# i2c_master_arbiter

**config.mk**
```make
export PLATFORM = sky130hd
export DESIGN_NAME = i2c_master_arbiter
export DESIGN_NICKNAME = d
export VERILOG_FILES = /design/src/rtl/i2c_master_arbiter.sv
export SDC_FILE = /design/constraint.sdc
export NUM_CORES = 1
export LEC_CHECK = 0
export CORE_MARGIN = 1.5
export CORE_UTILIZATION = 45
export DETAILED_ROUTE_END_ITERATION = 10
export MAX_ROUTING_LAYER = met4
export PLACE_DENSITY = 0.78
export SLEW_MARGIN = 30
export SYNTH_ARGS = -nofsm -noshare
export SYNTH_HDL_FRONTEND = slang
export SYNTH_SLANG_ARGS = --single-unit
```
**constraint.sdc**
```tcl
create_clock -name clk -period 1.75 [get_ports clk]
set_input_delay 0.35 -clock clk [delete_from_list [all_inputs] [get_ports clk]]
set_output_delay 0.35 -clock clk [all_outputs]
set_load 0.01 [all_outputs]
```
**src/rtl/i2c_master_arbiter.sv**
```systemverilog
// Round-robin arbiter and sequencer sharing one single-byte I2C master among NREQ clients.
// Holds the master in reset while idle, releases it for one transaction, returns data or timeout.
module i2c_master_arbiter #(
  parameter int unsigned NREQ    = 4,
  parameter int unsigned TIMEOUT = 1023
) (
  input  logic              clk,
  input  logic              rst,
  input  logic [NREQ-1:0]   req_valid,
  input  logic [NREQ-1:0]   req_rw,
  input  logic [8*NREQ-1:0] req_wdata,
  output logic [NREQ-1:0]   req_ready,
  output logic [NREQ-1:0]   rsp_valid,
  output logic [7:0]        rsp_rdata,
  output logic              rsp_err,
  output logic              busy,
  output logic              m_rst,
  output logic              m_rw,
  output logic [7:0]        m_wdata,
  input  logic [7:0]        m_rdata,
  input  logic [3:0]        m_state
);

  localparam int unsigned GW = (NREQ > 1) ? $clog2(NREQ) : 1;
  localparam int unsigned CW = $clog2(TIMEOUT + 1);

  typedef enum logic [2:0] {IDLE, LOAD, RUN, WAIT_DONE, RESP} state_t;

  state_t          state_q, state_d;
  logic [GW-1:0]   last_q, last_d;
  logic [GW-1:0]   g_q, g_d;
  logic [CW-1:0]   cnt_q, cnt_d;
  logic            m_rw_q, m_rw_d;
  logic [7:0]      m_wdata_q, m_wdata_d;
  logic [7:0]      rsp_rdata_q, rsp_rdata_d;
  logic            rsp_err_q, rsp_err_d;
  logic [NREQ-1:0] req_ready_q, req_ready_d;
  logic [NREQ-1:0] rsp_valid_q, rsp_valid_d;
  logic            m_rst_q, m_rst_d;
  logic            busy_q, busy_d;

  logic            win_found;
  logic [GW-1:0]   win_idx;
  logic            win_rw;
  logic [7:0]      win_wdata;
  logic            timeout_hit;

  // Rotating priority: candidate k positions after the last served client, wrapping at NREQ.
  always_comb begin
    int unsigned cand;
    cand      = 0;
    win_found = 1'b0;
    win_idx   = '0;
    win_rw    = 1'b0;
    win_wdata = '0;
    for (int unsigned k = 1; k <= NREQ; k++) begin
      cand = 32'(last_q) + k;
      if (cand >= NREQ) cand = cand - NREQ;
      for (int unsigned i = 0; i < NREQ; i++) begin
        if (!win_found && (i == cand) && req_valid[i]) begin
          win_found = 1'b1;
          win_idx   = GW'(i);
          win_rw    = req_rw[i];
          win_wdata = req_wdata[8*i +: 8];
        end
      end
    end
  end

  // Counter holds cycles already spent; abort once the cycle being finished is the TIMEOUT-th.
  assign timeout_hit = (cnt_q == CW'(TIMEOUT - 1));

  always_ff @(posedge clk or posedge rst) begin
    if (rst) begin
      state_q     <= IDLE;
      last_q      <= GW'(NREQ - 1);
      g_q         <= '0;
      cnt_q       <= '0;
      m_rw_q      <= 1'b0;
      m_wdata_q   <= '0;
      rsp_rdata_q <= '0;
      rsp_err_q   <= 1'b0;
      req_ready_q <= '0;
      rsp_valid_q <= '0;
      m_rst_q     <= 1'b1;
      busy_q      <= 1'b0;
    end else begin
      state_q     <= state_d;
      last_q      <= last_d;
      g_q         <= g_d;
      cnt_q       <= cnt_d;
      m_rw_q      <= m_rw_d;
      m_wdata_q   <= m_wdata_d;
      rsp_rdata_q <= rsp_rdata_d;
      rsp_err_q   <= rsp_err_d;
      req_ready_q <= req_ready_d;
      rsp_valid_q <= rsp_valid_d;
      m_rst_q     <= m_rst_d;
      busy_q      <= busy_d;
    end
  end

  always_comb begin
    state_d = state_q;
    case (state_q)
      IDLE:      if (win_found) state_d = LOAD;
      LOAD:      state_d = RUN;
      RUN: begin
        if (timeout_hit)           state_d = RESP;
        else if (m_state != '0)    state_d = WAIT_DONE;
      end
      WAIT_DONE: begin
        if (timeout_hit)           state_d = RESP;
        else if (m_state == '0)    state_d = RESP;
      end
      RESP:      state_d = IDLE;
      default:   state_d = IDLE;
    endcase
  end

  // Outputs are registered, so their next values are derived from the upcoming state.
  always_comb begin
    last_d      = last_q;
    g_d         = g_q;
    cnt_d       = cnt_q;
    m_rw_d      = m_rw_q;
    m_wdata_d   = m_wdata_q;
    rsp_rdata_d = rsp_rdata_q;
    rsp_err_d   = rsp_err_q;
    req_ready_d = '0;
    rsp_valid_d = '0;
    m_rst_d     = !((state_d == RUN) || (state_d == WAIT_DONE));
    busy_d      = (state_d != IDLE);
    case (state_q)
      IDLE: begin
        if (win_found) begin
          g_d         = win_idx;
          m_rw_d      = win_rw;
          m_wdata_d   = win_wdata;
          req_ready_d = NREQ'(1) << win_idx;
        end
      end
      LOAD: cnt_d = '0;
      RUN, WAIT_DONE: begin
        cnt_d = cnt_q + CW'(1);
        if (state_d == RESP) begin
          rsp_valid_d = NREQ'(1) << g_q;
          rsp_err_d   = timeout_hit;
          rsp_rdata_d = (!timeout_hit && m_rw_q) ? m_rdata : '0;
        end
      end
      RESP: last_d = g_q;
      default: ;
    endcase
  end

  assign req_ready = req_ready_q;
  assign rsp_valid = rsp_valid_q;
  assign rsp_rdata = rsp_rdata_q;
  assign rsp_err   = rsp_err_q;
  assign busy      = busy_q;
  assign m_rst     = m_rst_q;
  assign m_rw      = m_rw_q;
  assign m_wdata   = m_wdata_q;

endmodule

```
# cpu_irq_sleep_ctrl

**src/rtl/cpu_ctrl_pkg.sv**
```systemverilog
// Shared definitions for the CPU control slice: controller and CPU FSM
// state encodings, status flag bit positions and the default idle timeout.
package cpu_ctrl_pkg;

  typedef enum logic [2:0] {
    ST_IDLE       = 3'd0,
    ST_REQ        = 3'd1,
    ST_SERVICE    = 3'd2,
    ST_SLEEP_PEND = 3'd3,
    ST_SLEEP      = 3'd4
  } ctrl_state_t;

  typedef enum logic [1:0] {
    CPU_RUN   = 2'd0,
    CPU_IRQ   = 2'd1,
    CPU_SLEEP = 2'd2,
    CPU_WAKE  = 2'd3
  } cpu_state_t;

  localparam int STAT_IRQ_BIT   = 0;
  localparam int STAT_BUSY_BIT  = 1;
  localparam int STAT_SLEEP_BIT = 2;
  localparam int STAT_WAKE_BIT  = 3;

  localparam int DEF_IDLE_TIMEOUT = 16;

endpackage

```
**src/rtl/irq_prio_arbiter.sv**
```systemverilog
// Combinational priority arbiter: scans the request vector starting at
// index 'start' and wrapping, granting the first set bit it meets.
// A start of zero gives plain lowest-index-wins priority.
module irq_prio_arbiter #(
  parameter int N_IRQ = 4,
  parameter int VEC_W = 2
) (
  input  logic [N_IRQ-1:0] req,
  input  logic [VEC_W-1:0] start,
  output logic             gnt_vld,
  output logic [VEC_W-1:0] gnt_idx
);

  int idx;

  // Wrapping first-set-bit search from the start pointer
  always_comb begin
    gnt_vld = 1'b0;
    gnt_idx = '0;
    idx     = 0;
    for (int i = 0; i < N_IRQ; i++) begin
      idx = (int'(start) + i) % N_IRQ;
      if (!gnt_vld && req[idx]) begin
        gnt_vld = 1'b1;
        gnt_idx = idx[VEC_W-1:0];
      end
    end
  end

endmodule

```
**src/rtl/cpu_irq_sleep_ctrl.sv**
```systemverilog
// Interrupt and power sequencer for the CPU control FSM.
// Captures rising edges on irq_in into a pending register, arbitrates the
// unmasked pending sources and hands one vector at a time to the CPU over
// irq_req/irq_ack/irq_done. Requests CPU sleep after IDLE_TIMEOUT idle
// cycles and requests wakeup while an unmasked interrupt is pending.
// Optional build macro IRQ_ROUND_ROBIN_EN: rotating priority starting after
// the last acknowledged vector; without it, lowest index always wins.
module cpu_irq_sleep_ctrl
  import cpu_ctrl_pkg::*;
#(
  parameter int N_IRQ        = 4,
  parameter int VEC_W        = 2,
  parameter int IDLE_TIMEOUT = DEF_IDLE_TIMEOUT
) (
  input  logic             clk,
  input  logic             reset,
  input  logic [N_IRQ-1:0] irq_in,
  input  logic             irq_mask_we,
  input  logic [N_IRQ-1:0] irq_mask_wdata,
  input  logic             cpu_asleep,
  input  logic             irq_ack,
  input  logic             irq_done,
  output logic             irq_req,
  output logic [VEC_W-1:0] irq_vec,
  output logic [N_IRQ-1:0] irq_pending,
  output logic             busy,
  output logic             sleep_request,
  output logic             wakeup_request
);

  localparam int CNT_W = (IDLE_TIMEOUT > 1) ? $clog2(IDLE_TIMEOUT) : 1;

  ctrl_state_t      state;
  logic [N_IRQ-1:0] irq_prev;
  logic [N_IRQ-1:0] irq_mask;
  logic [CNT_W-1:0] idle_cnt;
  logic [VEC_W-1:0] rr_ptr;
  logic             gnt_vld;
  logic [VEC_W-1:0] gnt_idx;
  logic             ack_take;
  logic [N_IRQ-1:0] ack_clr;
  logic [N_IRQ-1:0] irq_edge;

  assign irq_edge = irq_in & ~irq_prev;
  assign ack_take = (state == ST_REQ) && irq_ack;
  assign ack_clr  = ack_take ? (N_IRQ'(1) << irq_vec) : '0;

  irq_prio_arbiter #(
    .N_IRQ (N_IRQ),
    .VEC_W (VEC_W)
  ) u_arb (
    .req     (irq_pending & irq_mask),
    .start   (rr_ptr),
    .gnt_vld (gnt_vld),
    .gnt_idx (gnt_idx)
  );

  // Edge capture into pending; a new edge beats an acknowledge clear
  always_ff @(posedge clk) begin
    if (reset) begin
      irq_prev    <= '0;
      irq_pending <= '0;
    end else begin
      irq_prev    <= irq_in;
      irq_pending <= (irq_pending & ~ack_clr) | irq_edge;
    end
  end

  // Enable mask, all sources enabled out of reset
  always_ff @(posedge clk) begin
    if (reset) begin
      irq_mask <= '1;
    end else if (irq_mask_we) begin
      irq_mask <= irq_mask_wdata;
    end
  end

`ifdef IRQ_ROUND_ROBIN_EN
  // Rotating search start: one past the vector the CPU last accepted
  always_ff @(posedge clk) begin
    if (reset) begin
      rr_ptr <= '0;
    end else if (ack_take) begin
      if (int'(irq_vec) == N_IRQ - 1) rr_ptr <= '0;
      else                            rr_ptr <= irq_vec + 1'b1;
    end
  end
`else
  assign rr_ptr = '0;
`endif

  // Controller FSM with registered handshake and power outputs
  always_ff @(posedge clk) begin
    if (reset) begin
      state          <= ST_IDLE;
      idle_cnt       <= '0;
      irq_req        <= 1'b0;
      irq_vec        <= '0;
      busy           <= 1'b0;
      sleep_request  <= 1'b0;
      wakeup_request <= 1'b0;
    end else begin
      case (state)
        ST_IDLE: begin
          if (gnt_vld) begin
            state    <= ST_REQ;
            irq_req  <= 1'b1;
            irq_vec  <= gnt_idx;
            idle_cnt <= '0;
          end else if ((IDLE_TIMEOUT != 0) && (int'(idle_cnt) == IDLE_TIMEOUT - 1)) begin
            state         <= ST_SLEEP_PEND;
            sleep_request <= 1'b1;
            idle_cnt      <= '0;
          end else if (int'(idle_cnt) < IDLE_TIMEOUT - 1) begin
            idle_cnt <= idle_cnt + 1'b1;
          end
        end
        // The latched vector stays presented until the CPU accepts it
        ST_REQ: begin
          if (irq_ack) begin
            state   <= ST_SERVICE;
            irq_req <= 1'b0;
            busy    <= 1'b1;
          end
        end
        ST_SERVICE: begin
          if (irq_done) begin
            state <= ST_IDLE;
            busy  <= 1'b0;
          end
        end
        // A pending interrupt aborts the sleep even if the CPU just slept
        ST_SLEEP_PEND: begin
          if (gnt_vld) begin
            state         <= ST_IDLE;
            sleep_request <= 1'b0;
          end else if (cpu_asleep) begin
            state         <= ST_SLEEP;
            sleep_request <= 1'b0;
          end
        end
        ST_SLEEP: begin
          if (!cpu_asleep) begin
            state          <= ST_IDLE;
            wakeup_request <= 1'b0;
          end else begin
            wakeup_request <= gnt_vld;
          end
        end
        default: begin
          state          <= ST_IDLE;
          irq_req        <= 1'b0;
          busy           <= 1'b0;
          sleep_request  <= 1'b0;
          wakeup_request <= 1'b0;
        end
      endcase
    end
  end

endmodule

```
**config.mk**
```make
export PLATFORM = sky130hd
export DESIGN_NAME = cpu_irq_sleep_ctrl
export DESIGN_NICKNAME = d
export VERILOG_FILES = /design/src/rtl/cpu_ctrl_pkg.sv /design/src/rtl/irq_prio_arbiter.sv /design/src/rtl/cpu_irq_sleep_ctrl.sv
export SDC_FILE = /design/constraint.sdc
export NUM_CORES = 1
export LEC_CHECK = 0
export CELL_PAD_IN_SITES_DETAIL_PLACEMENT = 1
export CELL_PAD_IN_SITES_GLOBAL_PLACEMENT = 1
export CORE_MARGIN = 3
export CORE_UTILIZATION = 37
export CTS_CLUSTER_DIAMETER = 120
export DETAILED_ROUTE_END_ITERATION = 7
export PLACE_DENSITY_LB_ADDON = 0.1
export SYNTH_ARGS = -nofsm -noshare
export SYNTH_HDL_FRONTEND = slang
export SYNTH_SLANG_ARGS = --single-unit
```
**constraint.sdc**
```tcl
create_clock -name clk -period 1.7 [get_ports clk]
set_input_delay 0.255 -clock clk [delete_from_list [all_inputs] [get_ports clk]]
set_output_delay 0.255 -clock clk [all_outputs]
set_load 0.02 [all_outputs]
```
# seg_window_driver

===== config.mk =====
export PLATFORM = sky130hd
export DESIGN_NAME = seg_window_driver
export DESIGN_NICKNAME = d
export VERILOG_FILES = /design/src/rtl/seg_window_driver.sv
export SDC_FILE = /design/constraint.sdc
export NUM_CORES = 1
export LEC_CHECK = 0
export CORE_UTILIZATION = 37
export CTS_CLUSTER_DIAMETER = 100
export DETAILED_ROUTE_END_ITERATION = 10
export DONT_BUFFER_PORTS = 1
export GPL_TIMING_DRIVEN = 0
export MAX_ROUTING_LAYER = met4
export PLACE_DENSITY = 0.59
export SYNTH_ARGS = -nofsm -noshare
export SYNTH_HDL_FRONTEND = slang
export SYNTH_SLANG_ARGS = --single-unit

===== constraint.sdc =====
create_clock -name clk -period 2.5 [get_ports clk]
set_clock_uncertainty 0.1 [all_clocks]
set_input_delay 0.5 -clock clk [delete_from_list [all_inputs] [get_ports clk]]
set_output_delay 0.5 -clock clk [all_outputs]
set_load 0.1 [all_outputs]

===== src/rtl/seg_window_driver.sv =====
// -----------------------------------------------------------------------------
// seg_window_driver
//
// Purpose:
//   Time-multiplexes a 4-digit, common-anode 7-segment display (active-low
//   anodes and segments). It shows a 4-digit window of six 4-bit digit codes,
//   and view_mode selects the window. The digits and the mode are captured
//   only at frame boundaries, so a frame is never torn. Each digit slot begins
//   with a short all-anodes-off gap that suppresses ghosting. The decimal
//   point on the rightmost digit lights when the window is scrolled away
//   from d0.
//
// Parameters:
//   REFRESH_DIV  - clock cycles per digit slot (>= 4)
//   BLANK_CYCLES - leading cycles of each slot with all anodes off (< REFRESH_DIV)
//
// Ports:
//   clk        in   system clock
//   rst_n      in   asynchronous reset, active-low (release is synchronous)
//   digits     in   24  packed codes, d0 = digits[3:0] ... d5 = digits[23:20]
//   view_mode  in   2   00: d0..d3, 01: d1..d4, 10: d2..d5, 11: as 00
//   an         out  4   anode enables, active-low, an[0] = rightmost digit
//   seg        out  7   segments gfedcba, active-low
//   dp         out  1   decimal point, active-low
// -----------------------------------------------------------------------------
module seg_window_driver #(
  parameter int REFRESH_DIV  = 100000,
  parameter int BLANK_CYCLES = 2000
) (
  input  logic        clk,
  input  logic        rst_n,
  input  logic [23:0] digits,
  input  logic [1:0]  view_mode,
  output logic [3:0]  an,
  output logic [6:0]  seg,
  output logic        dp
);

  localparam int CNT_W = (REFRESH_DIV > 1) ? $clog2(REFRESH_DIV) : 1;
  localparam logic [CNT_W-1:0] CNT_MAX   = CNT_W'(REFRESH_DIV - 1);
  localparam logic [CNT_W-1:0] BLANK_LIM = CNT_W'(BLANK_CYCLES);

  localparam logic [3:0] AN_OFF  = 4'b1111;
  localparam logic [6:0] SEG_OFF = 7'h7F;

  // Scan state
  logic [CNT_W-1:0] r_cnt;
  logic [1:0]       r_slot;

  // Frame snapshot of the inputs
  logic [23:0]      r_snap_digits;
  logic [1:0]       r_snap_mode;
  logic             r_load_pending;

  // Registered outputs
  logic [3:0]       r_an;
  logic [6:0]       r_seg;
  logic             r_dp;

  logic             w_cnt_wrap;
  logic             w_load;
  logic [1:0]       w_off;
  logic [2:0]       w_idx;
  logic [3:0]       w_code;
  logic [6:0]       w_seg_dec;
  logic             w_blank;
  logic [3:0]       w_an_sel;
  logic [3:0]       w_snap_d [6];

  // Unpack the snapshot into individual digit codes.
  genvar gi;
  generate
    for (gi = 0; gi < 6; gi++) begin : g_unpack
      assign w_snap_d[gi] = r_snap_digits[gi*4 +: 4];
    end
    // Active-low one-hot anode select for the current slot.
    for (gi = 0; gi < 4; gi++) begin : g_an
      assign w_an_sel[gi] = (r_slot != 2'(gi));
    end
  endgenerate

  assign w_cnt_wrap = (r_cnt == CNT_MAX);
  // Capture at the last cycle of slot 3, or on the first edge after reset.
  assign w_load     = (w_cnt_wrap && (r_slot == 2'd3)) || r_load_pending;
  // Mode 11 is treated as 00.
  assign w_off      = (r_snap_mode == 2'b11) ? 2'd0 : r_snap_mode;
  // slot <= 3 and off <= 2, so the index stays within 0..5.
  assign w_idx      = {1'b0, r_slot} + {1'b0, w_off};
  assign w_code     = w_snap_d[w_idx];
  assign w_blank    = (r_cnt < BLANK_LIM);

  always_comb begin
    w_seg_dec = SEG_OFF;
    case (w_code)
      4'd0:    w_seg_dec = 7'h40;
      4'd1:    w_seg_dec = 7'h79;
      4'd2:    w_seg_dec = 7'h24;
      4'd3:    w_seg_dec = 7'h30;
      4'd4:    w_seg_dec = 7'h19;
      4'd5:    w_seg_dec = 7'h12;
      4'd6:    w_seg_dec = 7'h02;
      4'd7:    w_seg_dec = 7'h78;
      4'd8:    w_seg_dec = 7'h00;
      4'd9:    w_seg_dec = 7'h10;
      4'd10:   w_seg_dec = 7'h3F;   // minus sign
      default: w_seg_dec = SEG_OFF; // blank
    endcase
  end

  always_ff @(posedge clk or negedge rst_n) begin
    if (!rst_n) begin
      r_cnt          <= '0;
      r_slot         <= 2'd0;
      r_snap_digits  <= 24'd0;
      r_snap_mode    <= 2'b00;
      r_load_pending <= 1'b1;
      r_an           <= AN_OFF;
      r_seg          <= SEG_OFF;
      r_dp           <= 1'b1;
    end else begin
      if (w_cnt_wrap) begin
        r_cnt  <= '0;
        r_slot <= r_slot + 2'd1;
      end else begin
        r_cnt  <= r_cnt + 1'b1;
      end

      if (w_load) begin
        r_snap_digits  <= digits;
        r_snap_mode    <= view_mode;
        r_load_pending <= 1'b0;
      end

      // Outputs reflect this cycle's scan state and snapshot.
      if (w_blank) begin
        r_an  <= AN_OFF;
        r_seg <= SEG_OFF;
        r_dp  <= 1'b1;
      end else begin
        r_an  <= w_an_sel;
        r_seg <= w_seg_dec;
        r_dp  <= !((r_slot == 2'd0) && (w_off != 2'd0));
      end
    end
  end

  assign an  = r_an;
  assign seg = r_seg;
  assign dp  = r_dp;

endmodule


# tpu_job_scheduler

$ cat src/rtl/tpu_job_scheduler.sv
// Round-robin job queue in front of the systolic controller: launches one job at a time,
// reports each completion once, and recovers a hung run through a watchdog reset pulse.
module tpu_job_scheduler #(
  parameter int unsigned NUM_REQ     = 2,
  parameter int unsigned TAG_W       = 8,
  parameter int unsigned DEPTH       = 4,
  parameter int unsigned TIMEOUT_CYC = 1024,
  localparam int unsigned SRC_W      = (NUM_REQ > 1) ? $clog2(NUM_REQ) : 1,
  localparam int unsigned CNT_W      = $clog2(DEPTH) + 1
) (
  input  logic                     clk,
  input  logic                     srstn,
  input  logic [NUM_REQ-1:0]       req_valid,
  input  logic [NUM_REQ*TAG_W-1:0] req_tag,
  output logic [NUM_REQ-1:0]       req_ready,
  output logic                     tpu_start,
  input  logic                     tpu_done,
  output logic                     tpu_srstn,
  output logic                     done_valid,
  output logic [TAG_W-1:0]         done_tag,
  output logic [SRC_W-1:0]         done_src,
  output logic                     done_timeout,
  output logic                     busy,
  output logic [CNT_W-1:0]         queue_count
);

  localparam int unsigned PTR_W = $clog2(DEPTH);
  localparam int unsigned RUN_W = $clog2(TIMEOUT_CYC);
  localparam logic [RUN_W-1:0] RunLast = RUN_W'(TIMEOUT_CYC - 1);

  typedef enum logic [2:0] {StIdle, StLaunch, StRun, StAbort, StReport} state_e;

  state_e                 state_q, state_d;
  logic [SRC_W-1:0]       rr_q, rr_d;
  logic [SRC_W-1:0]       grant_idx, cand;
  logic                   grant_vld;
  logic [SRC_W-1:0]       run_src_q, run_src_d;
  logic [TAG_W-1:0]       run_tag_q, run_tag_d;
  logic [RUN_W-1:0]       run_cnt_q, run_cnt_d;
  logic                   abort_cnt_q, abort_cnt_d;
  logic                   timeout_q, timeout_d;
  logic [PTR_W-1:0]       wr_ptr_q, rd_ptr_q;
  logic [CNT_W-1:0]       count_q;
  logic [SRC_W+TAG_W-1:0] mem_q [DEPTH];
  logic                   push, pop;

  // Registered count gates the grant, so a same-cycle pop never opens a slot.
  always_comb begin
    grant_vld = 1'b0;
    grant_idx = '0;
    cand      = '0;
    req_ready = '0;
    if (count_q < CNT_W'(DEPTH)) begin
      for (int unsigned off = 0; off < NUM_REQ; off++) begin
        cand = SRC_W'((32'(rr_q) + off) % NUM_REQ);
        if (!grant_vld && req_valid[cand]) begin
          grant_vld = 1'b1;
          grant_idx = cand;
        end
      end
    end
    if (grant_vld) req_ready[grant_idx] = 1'b1;
  end

  assign push = grant_vld;
  assign pop  = (state_q == StLaunch);
  assign rr_d = grant_vld ? SRC_W'((32'(grant_idx) + 1) % NUM_REQ) : rr_q;

  always_comb begin
    state_d     = state_q;
    run_src_d   = run_src_q;
    run_tag_d   = run_tag_q;
    run_cnt_d   = run_cnt_q;
    abort_cnt_d = abort_cnt_q;
    timeout_d   = timeout_q;
    unique case (state_q)
      StIdle: if (count_q != '0) state_d = StLaunch;
      StLaunch: begin
        {run_src_d, run_tag_d} = mem_q[rd_ptr_q];
        run_cnt_d = '0;
        timeout_d = 1'b0;
        state_d   = StRun;
      end
      StRun: begin
        run_cnt_d = run_cnt_q + RUN_W'(1);
        // Completion on the limit cycle takes priority over the watchdog.
        if (tpu_done) begin
          state_d = StReport;
        end else if (run_cnt_q == RunLast) begin
          state_d     = StAbort;
          abort_cnt_d = 1'b0;
          timeout_d   = 1'b1;
        end
      end
      StAbort: begin
        abort_cnt_d = 1'b1;
        if (abort_cnt_q) state_d = StReport;
      end
      StReport: state_d = StIdle;
      default:  state_d = StIdle;
    endcase
  end

  always_ff @(posedge clk) begin
    if (!srstn) begin
      state_q     <= StIdle;
      rr_q        <= '0;
      run_src_q   <= '0;
      run_tag_q   <= '0;
      run_cnt_q   <= '0;
      abort_cnt_q <= 1'b0;
      timeout_q   <= 1'b0;
      wr_ptr_q    <= '0;
      rd_ptr_q    <= '0;
      count_q     <= '0;
    end else begin
      state_q     <= state_d;
      rr_q        <= rr_d;
      run_src_q   <= run_src_d;
      run_tag_q   <= run_tag_d;
      run_cnt_q   <= run_cnt_d;
      abort_cnt_q <= abort_cnt_d;
      timeout_q   <= timeout_d;
      if (push) wr_ptr_q <= wr_ptr_q + PTR_W'(1);
      if (pop)  rd_ptr_q <= rd_ptr_q + PTR_W'(1);
      count_q <= count_q + CNT_W'(push) - CNT_W'(pop);
    end
  end

  always_ff @(posedge clk) begin
    if (push) mem_q[wr_ptr_q] <= {grant_idx, req_tag[grant_idx*TAG_W +: TAG_W]};
  end

  assign tpu_start    = (state_q == StLaunch);
  assign tpu_srstn    = srstn & (state_q != StAbort);
  assign done_valid   = (state_q == StReport);
  assign done_tag     = done_valid ? run_tag_q : '0;
  assign done_src     = done_valid ? run_src_q : '0;
  assign done_timeout = done_valid & timeout_q;
  assign busy         = (state_q != StIdle) || (count_q != '0);
  assign queue_count  = count_q;

endmodule

$ cat config.mk
export PLATFORM = sky130hd
export DESIGN_NAME = tpu_job_scheduler
export DESIGN_NICKNAME = d
export VERILOG_FILES = /design/src/rtl/tpu_job_scheduler.sv
export SDC_FILE = /design/constraint.sdc
export NUM_CORES = 1
export LEC_CHECK = 0
export CAP_MARGIN = 0
export CORE_UTILIZATION = 35
export CTS_CLUSTER_SIZE = 30
export DETAILED_ROUTE_END_ITERATION = 7
export PLACE_DENSITY = 0.61
export SYNTH_ARGS = -nofsm -noshare
export SYNTH_HDL_FRONTEND = slang
export SYNTH_SLANG_ARGS = --single-unit
export TNS_END_PERCENT = 1
$ cat constraint.sdc
create_clock -name clk -period 7.1 [get_ports clk]
set_input_delay 1.42 -clock clk [delete_from_list [all_inputs] [get_ports clk]]
set_output_delay 1.42 -clock clk [all_outputs]
set_load 0.005 [all_outputs]
Fig. 1: seg_window_driver, routing congestion
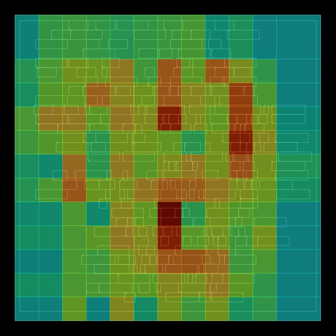
GRT Resource Usage Total: 15.2%
met2 track demand over resource: 19.9%
met1 demand-to-capacity share in global routing: 20.4%
busiest layer in global routing: met1

==> ds_physical_params.txt, seg_window_driver <==
Implementation parameters

Parameter                              Value

Status
  Outcome .................. finished, violations left
  Violated checks .................. negative setup slack

Final timing
  Final setup margin .................. -0.176 ns
  Final tally of max-slew violations .................. 0
  Finish-stage setup viols .................. 7
  Upper clock frequency limit .................. 374 MHz

Final layout
  Multi-input gate share of total cell area .................. 41.2%
  Largest area class, layout .................. flip-flops and latches
  Register cell area after layout .................. ~0.0015 mm2
  Area growth from synthesis to final layout .................. 19.4%
  Share of cells above drive strength 1 .................. 36.5%
  Final Non-Filler Cells .................. 343

CTS
  CTS sink count .................. 58
  Insertion delay to the later sink of the worst-skew pair .................. 0.34 ns

Pwr
  Overall power after layout .................. 2.21 mW
  Clock power share .................. between 30% and 40%
  Power dissipated in the clock network .................. 865 uW

Drt
  Total via count in the routed design .................. 1,641
  Post-detailed-route via-to-cell ratio .................. 4.78
  DRC .................. 0

Global route
  Met3 layer usage reported by global route .................. 6.06%

Logic synthesis
  Xor and xnor fraction of the mapped netlist area .................. under 10%

Floorplanning
  Area of the core region .................. between 0.007 and 0.008 mm2
  Number of I/O pins .................. 40

Run
  Max-cap violation count .................. 0

Critical path
  Type of element launching the critical path .................. flop
-- seg_window_driver: repair_timing --
item	in CTS	in global routing
buffers inserted	5	0
hold endpoints to repair	58	0
gates cloned	1	0
hold buffers	2	0
setup endpoints to repair	5	7
pin swaps	8	8
gates resized	10	11
-- seg_window_driver: flip-flops by register name, summed over array words and instances, names as in the netlist --
name	count
dp	1
an	4
r_cnt	17
r_slot	2
r_load_pending	1
seg	7
r_snap_digits	24
r_snap_mode	2
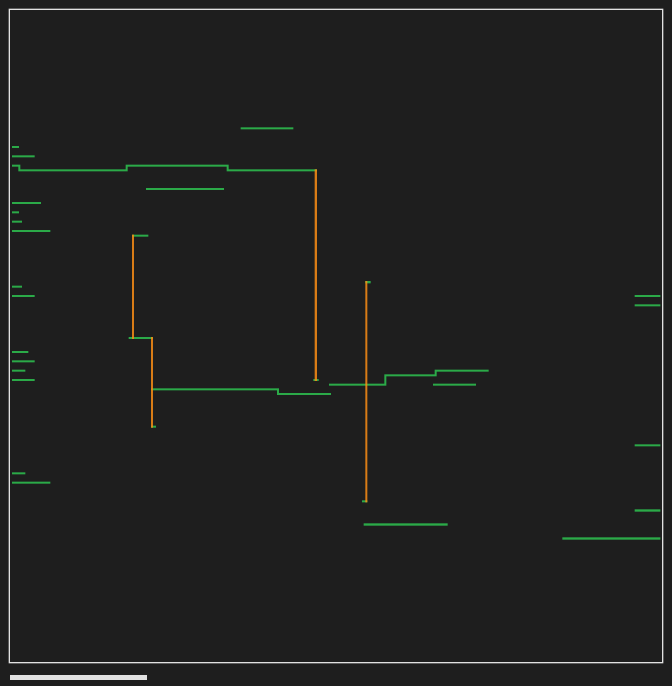
Fig. 2. Metal layers overlaid (tpu_job_scheduler).
The bar under the picture is 20 um long. Two of the layers only.
[orange] metal 4 | wire length: 90.4 um
[green] metal 3 | wire length: 203 um

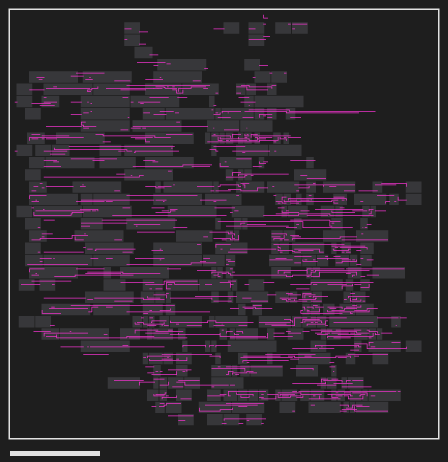
Fig. 3. Metal 1 (tpu_job_scheduler).
The bar under the picture is 20 um long. Cells faint in the background.
wire length on this layer: 2,580 um
nets with wire on the layer: 286
main direction: horizontal
share of all routed wire: 44%

==> ds_physical_params.txt, tpu_job_scheduler <==
Implementation parameters

Parameter                              Value

Status
  Outcome .................. completed

Pwr
  Overall power after layout .................. 1.29 mW
  Flop+latch power .................. 576 uW
  Power dissipated in the clock network .................. 379 uW
  Proportion of power drawn by flip-flops and latches .................. 44.5%

Logic synthesis
  Number of cells in the yosys synthesis report .................. 257
  Fraction of post-synthesis cell area in the top cell type by area .................. between 30% and 40%
  Commonest flop .................. sky130_fd_sc_hd__edfxtp_1
  Post-Synthesis Cell Area .................. 0.00304 mm2
  Synth cell count leaders .................. sky130_fd_sc_hd__edfxtp_1 (36), sky130_fd_sc_hd__dfxtp_1 (32), sky130_fd_sc_hd__nand2_1 (32)
  Net count of the mapped netlist .................. around 290

CTS
  Root buf cell .................. sky130_fd_sc_hd__clkbuf_8
  Number of buffers created by CTS .................. 9
  Clock-pin transition on the worst setup and hold timing paths .................. approximately 0.07 ns
  Post-CTS setup-driven buffer insertion count .................. 0

Critical path
  Total stage count of the critical path .................. 4
  Termination of the worst setup path .................. tpu_srstn

Final layout
  Fillers .................. 758
  Share of cell area taken by flip-flops and latches .................. 46.2%

Global route
  Met1 demand-to-capacity share in global routing .................. approximately 17%
  Met3 layer usage reported by global route .................. 4.39%

Drt
  DRT Wirelength .................. around 5800 um

Worst hold path
  Start point of the worst min-delay path .................. run_tag_q[2]

Floorplanning
  Die span in x .................. approximately 95 um
## tpu_job_scheduler: cell usage in the layout (no fill, tap or decap), drive strengths merged, types with 2 or more instances in the layout
cell type / n
clkdlybuf4s50: 39
clkinv: 3
a21oi: 24
ha: 6
dfxtp: 32
nor3b: 2
nand4: 3
nand2: 32
o311ai: 2
nand2b: 7
a31oi: 4
nor2: 7
a311oi: 2
or4: 3
nor4: 2
and3: 10
mux2: 8
edfxtp: 36
mux2i: 3
clkbuf: 9
or3b: 2
and2: 8
xnor2: 2
bufinv: 3
o21ai: 2
mux4: 9
nor4b: 2
nand4b: 2
nand3: 10
and4: 2
inv: 9
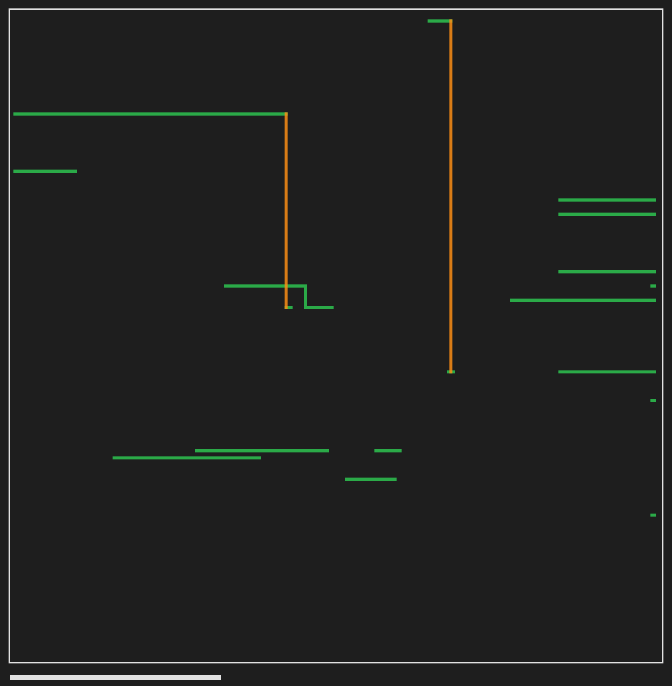
Fig. 4. Metal layers overlaid (cpu_irq_sleep_ctrl).
The bar under the picture is 20 um long. Two of the layers only.
[orange] metal 4 | wire length: 51.7 um
[green] metal 3 | wire length: 130 um

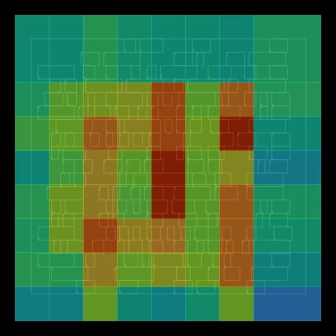
Fig. 5. Routing congestion (cpu_irq_sleep_ctrl).
share of the core filled with cells in the final layout: 52.9%
busiest layer in global routing: met2
routed length per placed instance: 15.8 um
met2 track demand over resource: 33.8%

==> ds_physical_params.txt, cpu_irq_sleep_ctrl <==
Implementation parameters

Parameter                              Value

Status
  Outcome .................. completed

Critical path
  Reg2reg setup slack .................. 0.13 ns

Pwr
  Power dissipated in the clock network .................. 264 uW
  Worst VDD drop .................. 0.597 mV
  Sw power .................. 737 uW

Logic synthesis
  Top area cell types .................. sky130_fd_sc_hd__dfxtp_1 (43%), sky130_fd_sc_hd__a21oi_1 (4.8%), sky130_fd_sc_hd__nand2_1 (4.5%), sky130_fd_sc_hd__mux2i_1 (4.3%), sky130_fd_sc_hd__o21ai_0 (3.9%)
  Most frequent cell after synthesis .................. sky130_fd_sc_hd__dfxtp_1
  Leading area contributor after synthesis .................. sky130_fd_sc_hd__dfxtp_1
  Gate Count Post-Synth .................. 134
  Register share after synthesis .................. 43.3%

Drt
  Met3 wirelength from detailed routing .................. 129 um
  Routed metal-1 wire length .................. 1410 um
  Top routing layer used .................. met4

Worst hold path
  Path category of the worst min-delay check .................. flop to flop

Floorplanning
  Die height .................. 61.9 um
  Fraction of the core area occupied by cells at floorplan .................. 40.2%

Final layout
  Final Non-Filler Cells .................. 206
  Area occupied by multi-input gates .................. 614 um2
  Area growth from synthesis to final layout .................. 31.7%

Placed design
  Placer Congestion .................. 0.841

Final timing
  Worst-Margin Slew .................. roughly 0.44 ns
  Final critical path time including I/O delays and setup .................. 1.62 ns
[cpu_irq_sleep_ctrl: area by class of cell]
| type | instances | area share, % |
|---|---|---|
| inverters | 6 | 1.48 |
| flip-flops and latches | 25 | 32.9 |
| multi-input cells | 97 | 40.3 |
| well taps | 42 | 3.45 |
| clock buffers | 4 | 1.73 |
| repair buffers | 32 | 20.0 |
[cpu_irq_sleep_ctrl: cells by family (layout without fill, tap and decap cells)]
logic type,count (synthesis),after routing
adders and majority gates,1,1
AOI/OAI and AO/OA,37,37
and+or+nand+nor,54,54
muxes,5,5
DFF,25,25
buffers and inverters,12,42
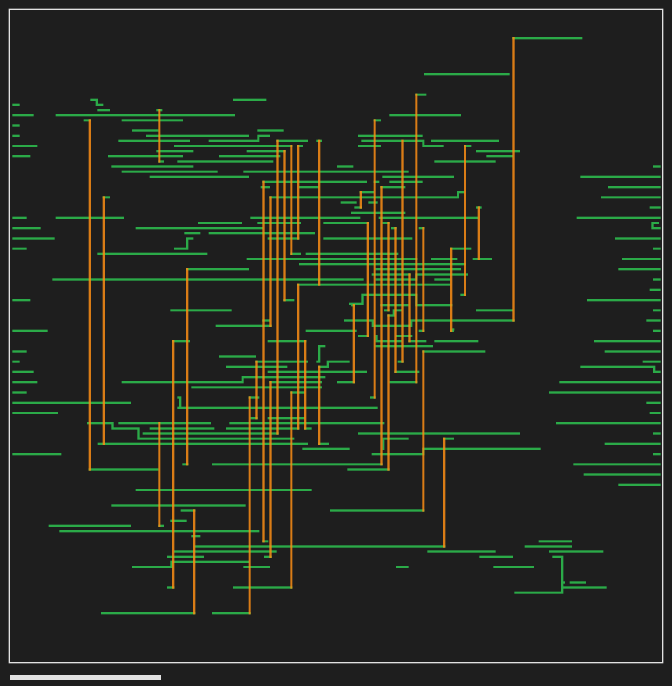
Fig. 6. Metal layers overlaid (i2c_master_arbiter).
The bar under the picture is 20 um long. Two of the layers only.
[orange] metal 4 | wire length: 817 um
[green] metal 3 | wire length: 1,590 um

==> ds_physical_params.txt, i2c_master_arbiter <==
Implementation parameters

Parameter                              Value

Status
  Outcome .................. finished, violations left
  Violated checks .................. negative setup slack

Final timing
  Final Hold Vio Count .................. 0
  Final setup margin .................. -0.304 ns
  Finish-stage setup viols .................. 13

Drt
  Total via count in the routed design .................. 4,294

Global route
  Global-route wire length before repair .................. 21,600 um
  Maximum number of pins on one net before global-route repair .................. approximately 46

CTS
  Number of buffers created by CTS .................. 5

Final layout
  Non-Filler Cell Area, Final .................. about 0.0054 mm2
  Most flops, register .................. cnt_q
  Most instantiated logic cells after routing .................. sky130_fd_sc_hd__buf_4 (92), sky130_fd_sc_hd__clkdlybuf4s50_1 (77), sky130_fd_sc_hd__dfrtp_1 (42)

Logic synthesis
  Post-synth EDFFs .................. 0
  Largest family of logic cells by area .................. AND-OR/OR-AND gates
  Yosys cell types .................. 51
  Number of cells in the yosys synthesis report .................. 389
  Arithmetic-cell share of the synthesized area counting full adders, half adders and majority gates .................. 0.800%

Pwr
  Worst VDD drop .................. 0.366 mV

Floorplanning
  Area of the core region .................. 0.00676 mm2
  Die span in x .................. 86.4 um
  Fraction of the core area occupied by cells at floorplan .................. 46.3%
## i2c_master_arbiter: power breakdown
group | internal, mW | total [mW] | switching, mW
Sequential | 1.29 | 1.48 | 0.191
Clock | 0.284 | 0.679 | 0.395
Combinational | 0.871 | 1.66 | 0.785
Total | 2.44 | 3.81 | 1.37
## i2c_master_arbiter: layout make-up
class	count	area share, %
Inverter	8	0.558
Clock buffer	5	1.28
Timing Repair Buffer	194	32.9
Sequential cell	45	21.0
Multi-Input combinational cell	312	41.9
Clock inverter	3	0.396
Tap cell	80	1.86

# ahb_dw64_to_w32_bridge

Fig. 7: ahb_dw64_to_w32_bridge, routing congestion
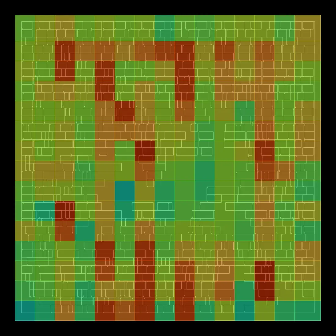
### src/rtl/ahb_dw64_to_w32_bridge.sv
// ---------------------------------------------------------------------------
// ahb_dw64_to_w32_bridge
//
// AHB-Lite downsizing bridge. It is a 64-bit slave on the shared upstream
// master port and a 32-bit AHB-Lite master toward memories and peripherals.
// Byte, half-word and word transfers pass through as one downstream transfer.
// Each doubleword becomes two word beats (low word, then high word). The read
// data from the two beats is put back together into one 64-bit word.
//
// Ports
//   HCLK, HRESETn    clock; synchronous active-low reset
//   HADDR/HTRANS/HWRITE/HSIZE/HWDATA   upstream 64-bit slave request side
//   HRDATA, HREADYOUT                  upstream 64-bit slave response side
//   M_HADDR/M_HTRANS/M_HWRITE/M_HSIZE/M_HWDATA  downstream 32-bit master
//   M_HRDATA, M_HREADY                          downstream response
//
// HWDATA is not registered. The upstream master keeps it stable for the whole
// upstream data phase (ADDR1 through DATA2), so each half is routed
// combinationally into the matching downstream data phase.
// ---------------------------------------------------------------------------
module ahb_dw64_to_w32_bridge #(
    parameter int AW = 32
) (
    input  logic          HCLK,
    input  logic          HRESETn,
    input  logic [AW-1:0] HADDR,
    input  logic [1:0]    HTRANS,
    input  logic          HWRITE,
    input  logic [2:0]    HSIZE,
    input  logic [63:0]   HWDATA,
    output logic [63:0]   HRDATA,
    output logic          HREADYOUT,
    output logic [AW-1:0] M_HADDR,
    output logic [1:0]    M_HTRANS,
    output logic          M_HWRITE,
    output logic [2:0]    M_HSIZE,
    output logic [31:0]   M_HWDATA,
    input  logic [31:0]   M_HRDATA,
    input  logic          M_HREADY
);

    typedef enum logic [1:0] {
        S_IDLE  = 2'd0,
        S_ADDR1 = 2'd1,
        S_DATA1 = 2'd2,
        S_DATA2 = 2'd3
    } state_t;

    localparam logic [1:0] TR_IDLE   = 2'b00;
    localparam logic [1:0] TR_NONSEQ = 2'b10;
    localparam logic [1:0] TR_SEQ    = 2'b11;

    state_t        state;
    logic [AW-1:0] addr_q;
    logic [2:0]    size_q;
    logic          write_q;
    logic          dbl_q;
    logic [31:0]   lo_q;

    logic          accept;
    logic          htrans_unused;

    // Sizes of 3 and above are all treated as doubleword.
    function automatic logic is_dbl(input logic [2:0] size);
        return (size >= 3'd3);
    endfunction

    // Address of the low (hi=0) or high (hi=1) word of the aligned 8-byte pair.
    function automatic logic [AW-1:0] beat_addr(input logic [AW-1:0] a, input logic hi);
        return {a[AW-1:3], hi, 2'b00};
    endfunction

    // HTRANS[0] only tells SEQ from NONSEQ and IDLE from BUSY. The bridge
    // treats both members of each pair the same way.
    assign htrans_unused = HTRANS[0];

    // Upstream ready: this is high in IDLE, and in the cycle where the last
    // downstream data phase of the current transfer completes.
    always_comb begin
        HREADYOUT = 1'b0;
        case (state)
            S_IDLE:  HREADYOUT = 1'b1;
            S_ADDR1: HREADYOUT = 1'b0;
            S_DATA1: HREADYOUT = !dbl_q && M_HREADY;
            S_DATA2: HREADYOUT = M_HREADY;
            default: HREADYOUT = 1'b0;
        endcase
    end

    assign accept = HREADYOUT && HTRANS[1];

    // Upstream read data. A single transfer replicates the word onto both
    // lanes. A doubleword joins the stored low beat with the live high beat.
    always_comb begin
        HRDATA = '0;
        case (state)
            S_DATA1: HRDATA = dbl_q ? 64'd0 : {M_HRDATA, M_HRDATA};
            S_DATA2: HRDATA = {M_HRDATA, lo_q};
            default: HRDATA = '0;
        endcase
    end

    // Downstream write data: pick the lane for the word being transferred.
    always_comb begin
        M_HWDATA = '0;
        case (state)
            S_DATA1: M_HWDATA = (dbl_q || !addr_q[2]) ? HWDATA[31:0] : HWDATA[63:32];
            S_DATA2: M_HWDATA = HWDATA[63:32];
            default: M_HWDATA = '0;
        endcase
    end

    // Downstream address phase. All of these outputs depend only on registers.
    // ADDR1 carries the first beat. DATA1 of a doubleword carries the SEQ
    // second beat. All other states show IDLE and leave the last address
    // and control in place.
    always_comb begin
        M_HTRANS = TR_IDLE;
        case (state)
            S_ADDR1: M_HTRANS = TR_NONSEQ;
            S_DATA1: M_HTRANS = dbl_q ? TR_SEQ : TR_IDLE;
            default: M_HTRANS = TR_IDLE;
        endcase
    end

    assign M_HADDR  = dbl_q ? beat_addr(addr_q, state != S_ADDR1) : addr_q;
    assign M_HSIZE  = dbl_q ? 3'd2 : size_q;
    assign M_HWRITE = write_q;

    always_ff @(posedge HCLK) begin
        if (!HRESETn) begin
            state   <= S_IDLE;
            addr_q  <= '0;
            size_q  <= '0;
            write_q <= 1'b0;
            dbl_q   <= 1'b0;
            lo_q    <= '0;
        end else if (accept) begin
            // A new transfer can be accepted in IDLE. It can also be accepted
            // in the cycle that completes the previous transfer, so there is
            // no idle cycle between back-to-back transfers.
            state   <= S_ADDR1;
            addr_q  <= HADDR;
            size_q  <= is_dbl(HSIZE) ? 3'd3 : HSIZE;
            write_q <= HWRITE;
            dbl_q   <= is_dbl(HSIZE);
        end else begin
            case (state)
                S_ADDR1: begin
                    if (M_HREADY) begin
                        state <= S_DATA1;
                    end
                end
                S_DATA1: begin
                    if (M_HREADY) begin
                        if (dbl_q) begin
                            state <= S_DATA2;
                            lo_q  <= M_HRDATA;
                        end else begin
                            state <= S_IDLE;
                        end
                    end
                end
                S_DATA2: begin
                    if (M_HREADY) begin
                        state <= S_IDLE;
                    end
                end
                default: state <= S_IDLE;
            endcase
        end
    end

endmodule

### config.mk
export PLATFORM = sky130hd
export DESIGN_NAME = ahb_dw64_to_w32_bridge
export DESIGN_NICKNAME = d
export VERILOG_FILES = /design/src/rtl/ahb_dw64_to_w32_bridge.sv
export SDC_FILE = /design/constraint.sdc
export NUM_CORES = 1
export LEC_CHECK = 0
export CORE_MARGIN = 2
export CORE_UTILIZATION = 39
export DETAILED_ROUTE_END_ITERATION = 10
export PLACE_DENSITY = 0.87
export SYNTH_ARGS = -nofsm -noshare
export SYNTH_HDL_FRONTEND = slang
export SYNTH_SLANG_ARGS = --single-unit
### constraint.sdc
create_clock -name HCLK -period 2.85 [get_ports HCLK]
set_clock_uncertainty 0.05 [all_clocks]
set_input_delay 0.57 -clock HCLK [delete_from_list [all_inputs] [get_ports HCLK]]
set_output_delay 0.57 -clock HCLK [all_outputs]
set_load 0.01 [all_outputs]
==> ds_physical_params.txt <==
Implementation parameters

Parameter                              Value

Status
  Outcome .................. completed

CTS
  Hold-fix buffers, CTS .................. 0
  Clock tree from TritonCTS .................. built

Logic synthesis
  Share of synthesized area spent on multiplexers .................. ~17%
  Post-Synth AOI/OAI Area .................. roughly 16%
  Largest family of logic cells by area .................. simple AND/OR/NAND/NOR gates
  Arithmetic-cell share of the synthesized area counting full adders, half adders and majority gates .................. between 1 and 1.5%
  Simple-Gate Fraction of Synth Area .................. between 10% and 20%
  Synthesized registers .................. 71

Pwr
  Worst VDD drop .................. 0.290 mV
  Overall power after layout .................. 2.55 mW
  Sw power .................. 603 uW

Final layout
  Share of cells above drive strength 1 .................. between 6 and 7%
  Share of the core filled with cells in the final layout .................. between 60% and 70%
  Number of sequential cells .................. 71

Final timing
  Final setup margin .................. 0.103 ns
  Final Hold Vio Count .................. 0
  Worst-Margin Slew .................. ~0.46 ns

Critical path
  Maximum fanout encountered on the critical timing path .................. 32
  Length in cells of the worst reg-to-reg path .................. 6
  Total stage count of the critical path .................. 7

Placed design
  Placer Congestion .................. 0.803

Global route
  Maximum number of pins on one net before global-route repair .................. 69
## Picture notes: Fig. 7
met2 track demand over resource: 40.4%
met3 layer usage reported by global route: 5.32%
GRT Resource Usage Total: 23.0%
busiest layer in global routing: met2
met1 demand-to-capacity share in global routing: 28.2%

flip-flops by register name, summed over array words and instances, names as in the netlist:
register and flops:
addr_q 32, lo_q 32, size_q 3, state 2, M_HWRITE 1, dbl_q 1
cell families (layout without fill, tap and decap cells):
group / Yosys count / count (layout)
fa+ha+maj: 4 / 4
simple gates: 183 / 183
flops: 71 / 71
compound gates: 77 / 78
mux: 68 / 68
buf+inv: 73 / 303
worst paths after layout:
path,from,to,slack [ns]
min,addr_q[0],addr_q[0],0.41
max reg2reg,state[1],addr_q[12],0.68
min reg2reg,addr_q[0],addr_q[0],0.41
max,state[0],HRDATA[54],0.10


## Gallery

Zoomed window.
picture 1
The bar under the picture is 5 um long. Window x 57 to 77, y 57 to 77 um. Cells in grey, sequential cells in the stronger grey; small squares are vias.
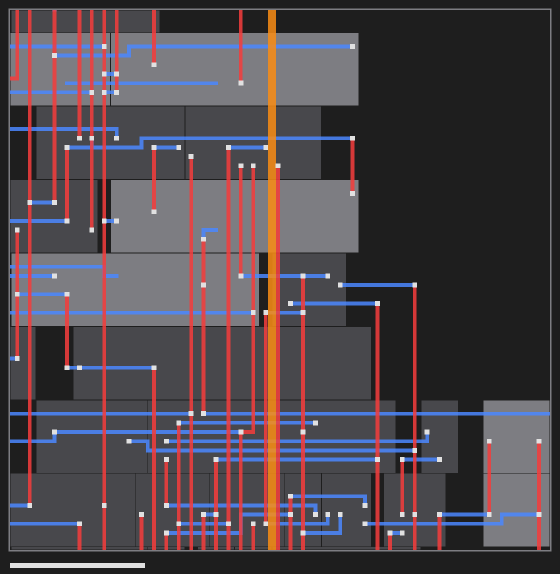
picture 2
The bar under the picture is 5 um long. Window x 36 to 56, y 36 to 56 um. Cells in grey, sequential cells in the stronger grey; small squares are vias.
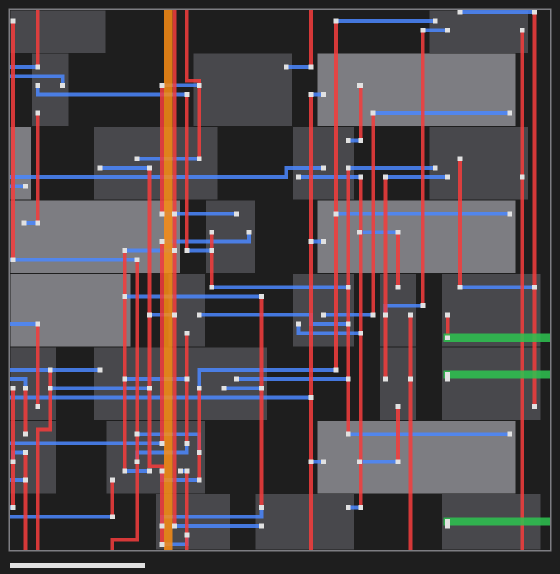
picture 3
The bar under the picture is 5 um long. Window x 69 to 89, y 69 to 89 um. Cells in grey, sequential cells in the stronger grey; small squares are vias.
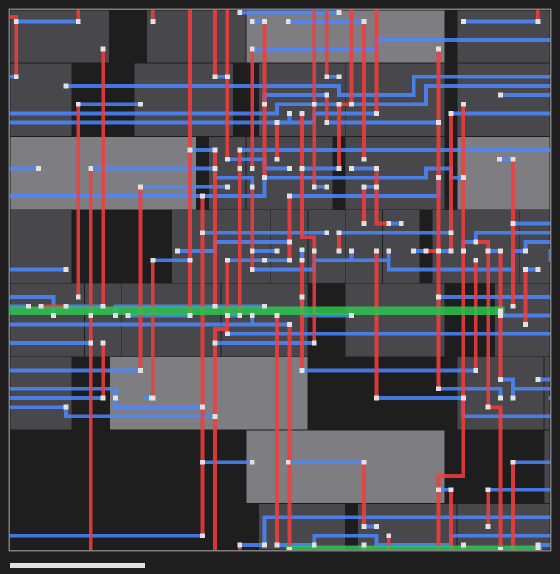
picture 4
The bar under the picture is 5 um long. Window x 55 to 75, y 55 to 75 um. Cells in grey, sequential cells in the stronger grey; small squares are vias.
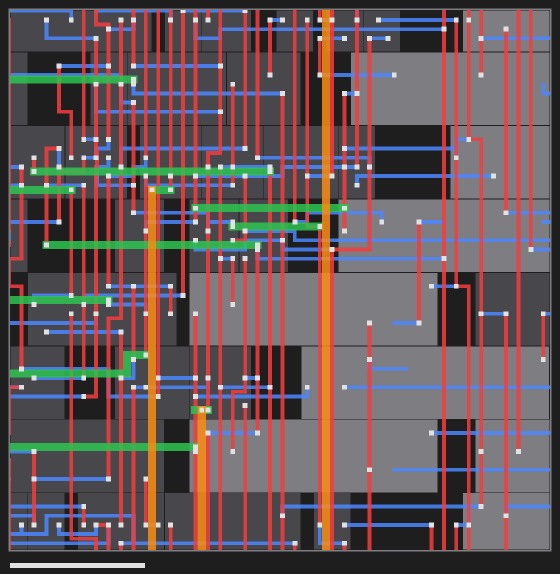
picture 1: seg_window_driver
picture 2: cpu_irq_sleep_ctrl
picture 3: ahb_dw64_to_w32_bridge
picture 4: i2c_master_arbiter
The one with the smallest die is picture 2.

Key to picture 1:
[blue] metal 1
[red] metal 2
[orange] metal 4
cells with their middle in the window: 17
sequential cells in the window: 3
netlist names of flops here include: r_snap_digits (3)
most frequent: dfrtp_1 (3), buf_4 (2)

Power is estimated from default activity; no workload was simulated.
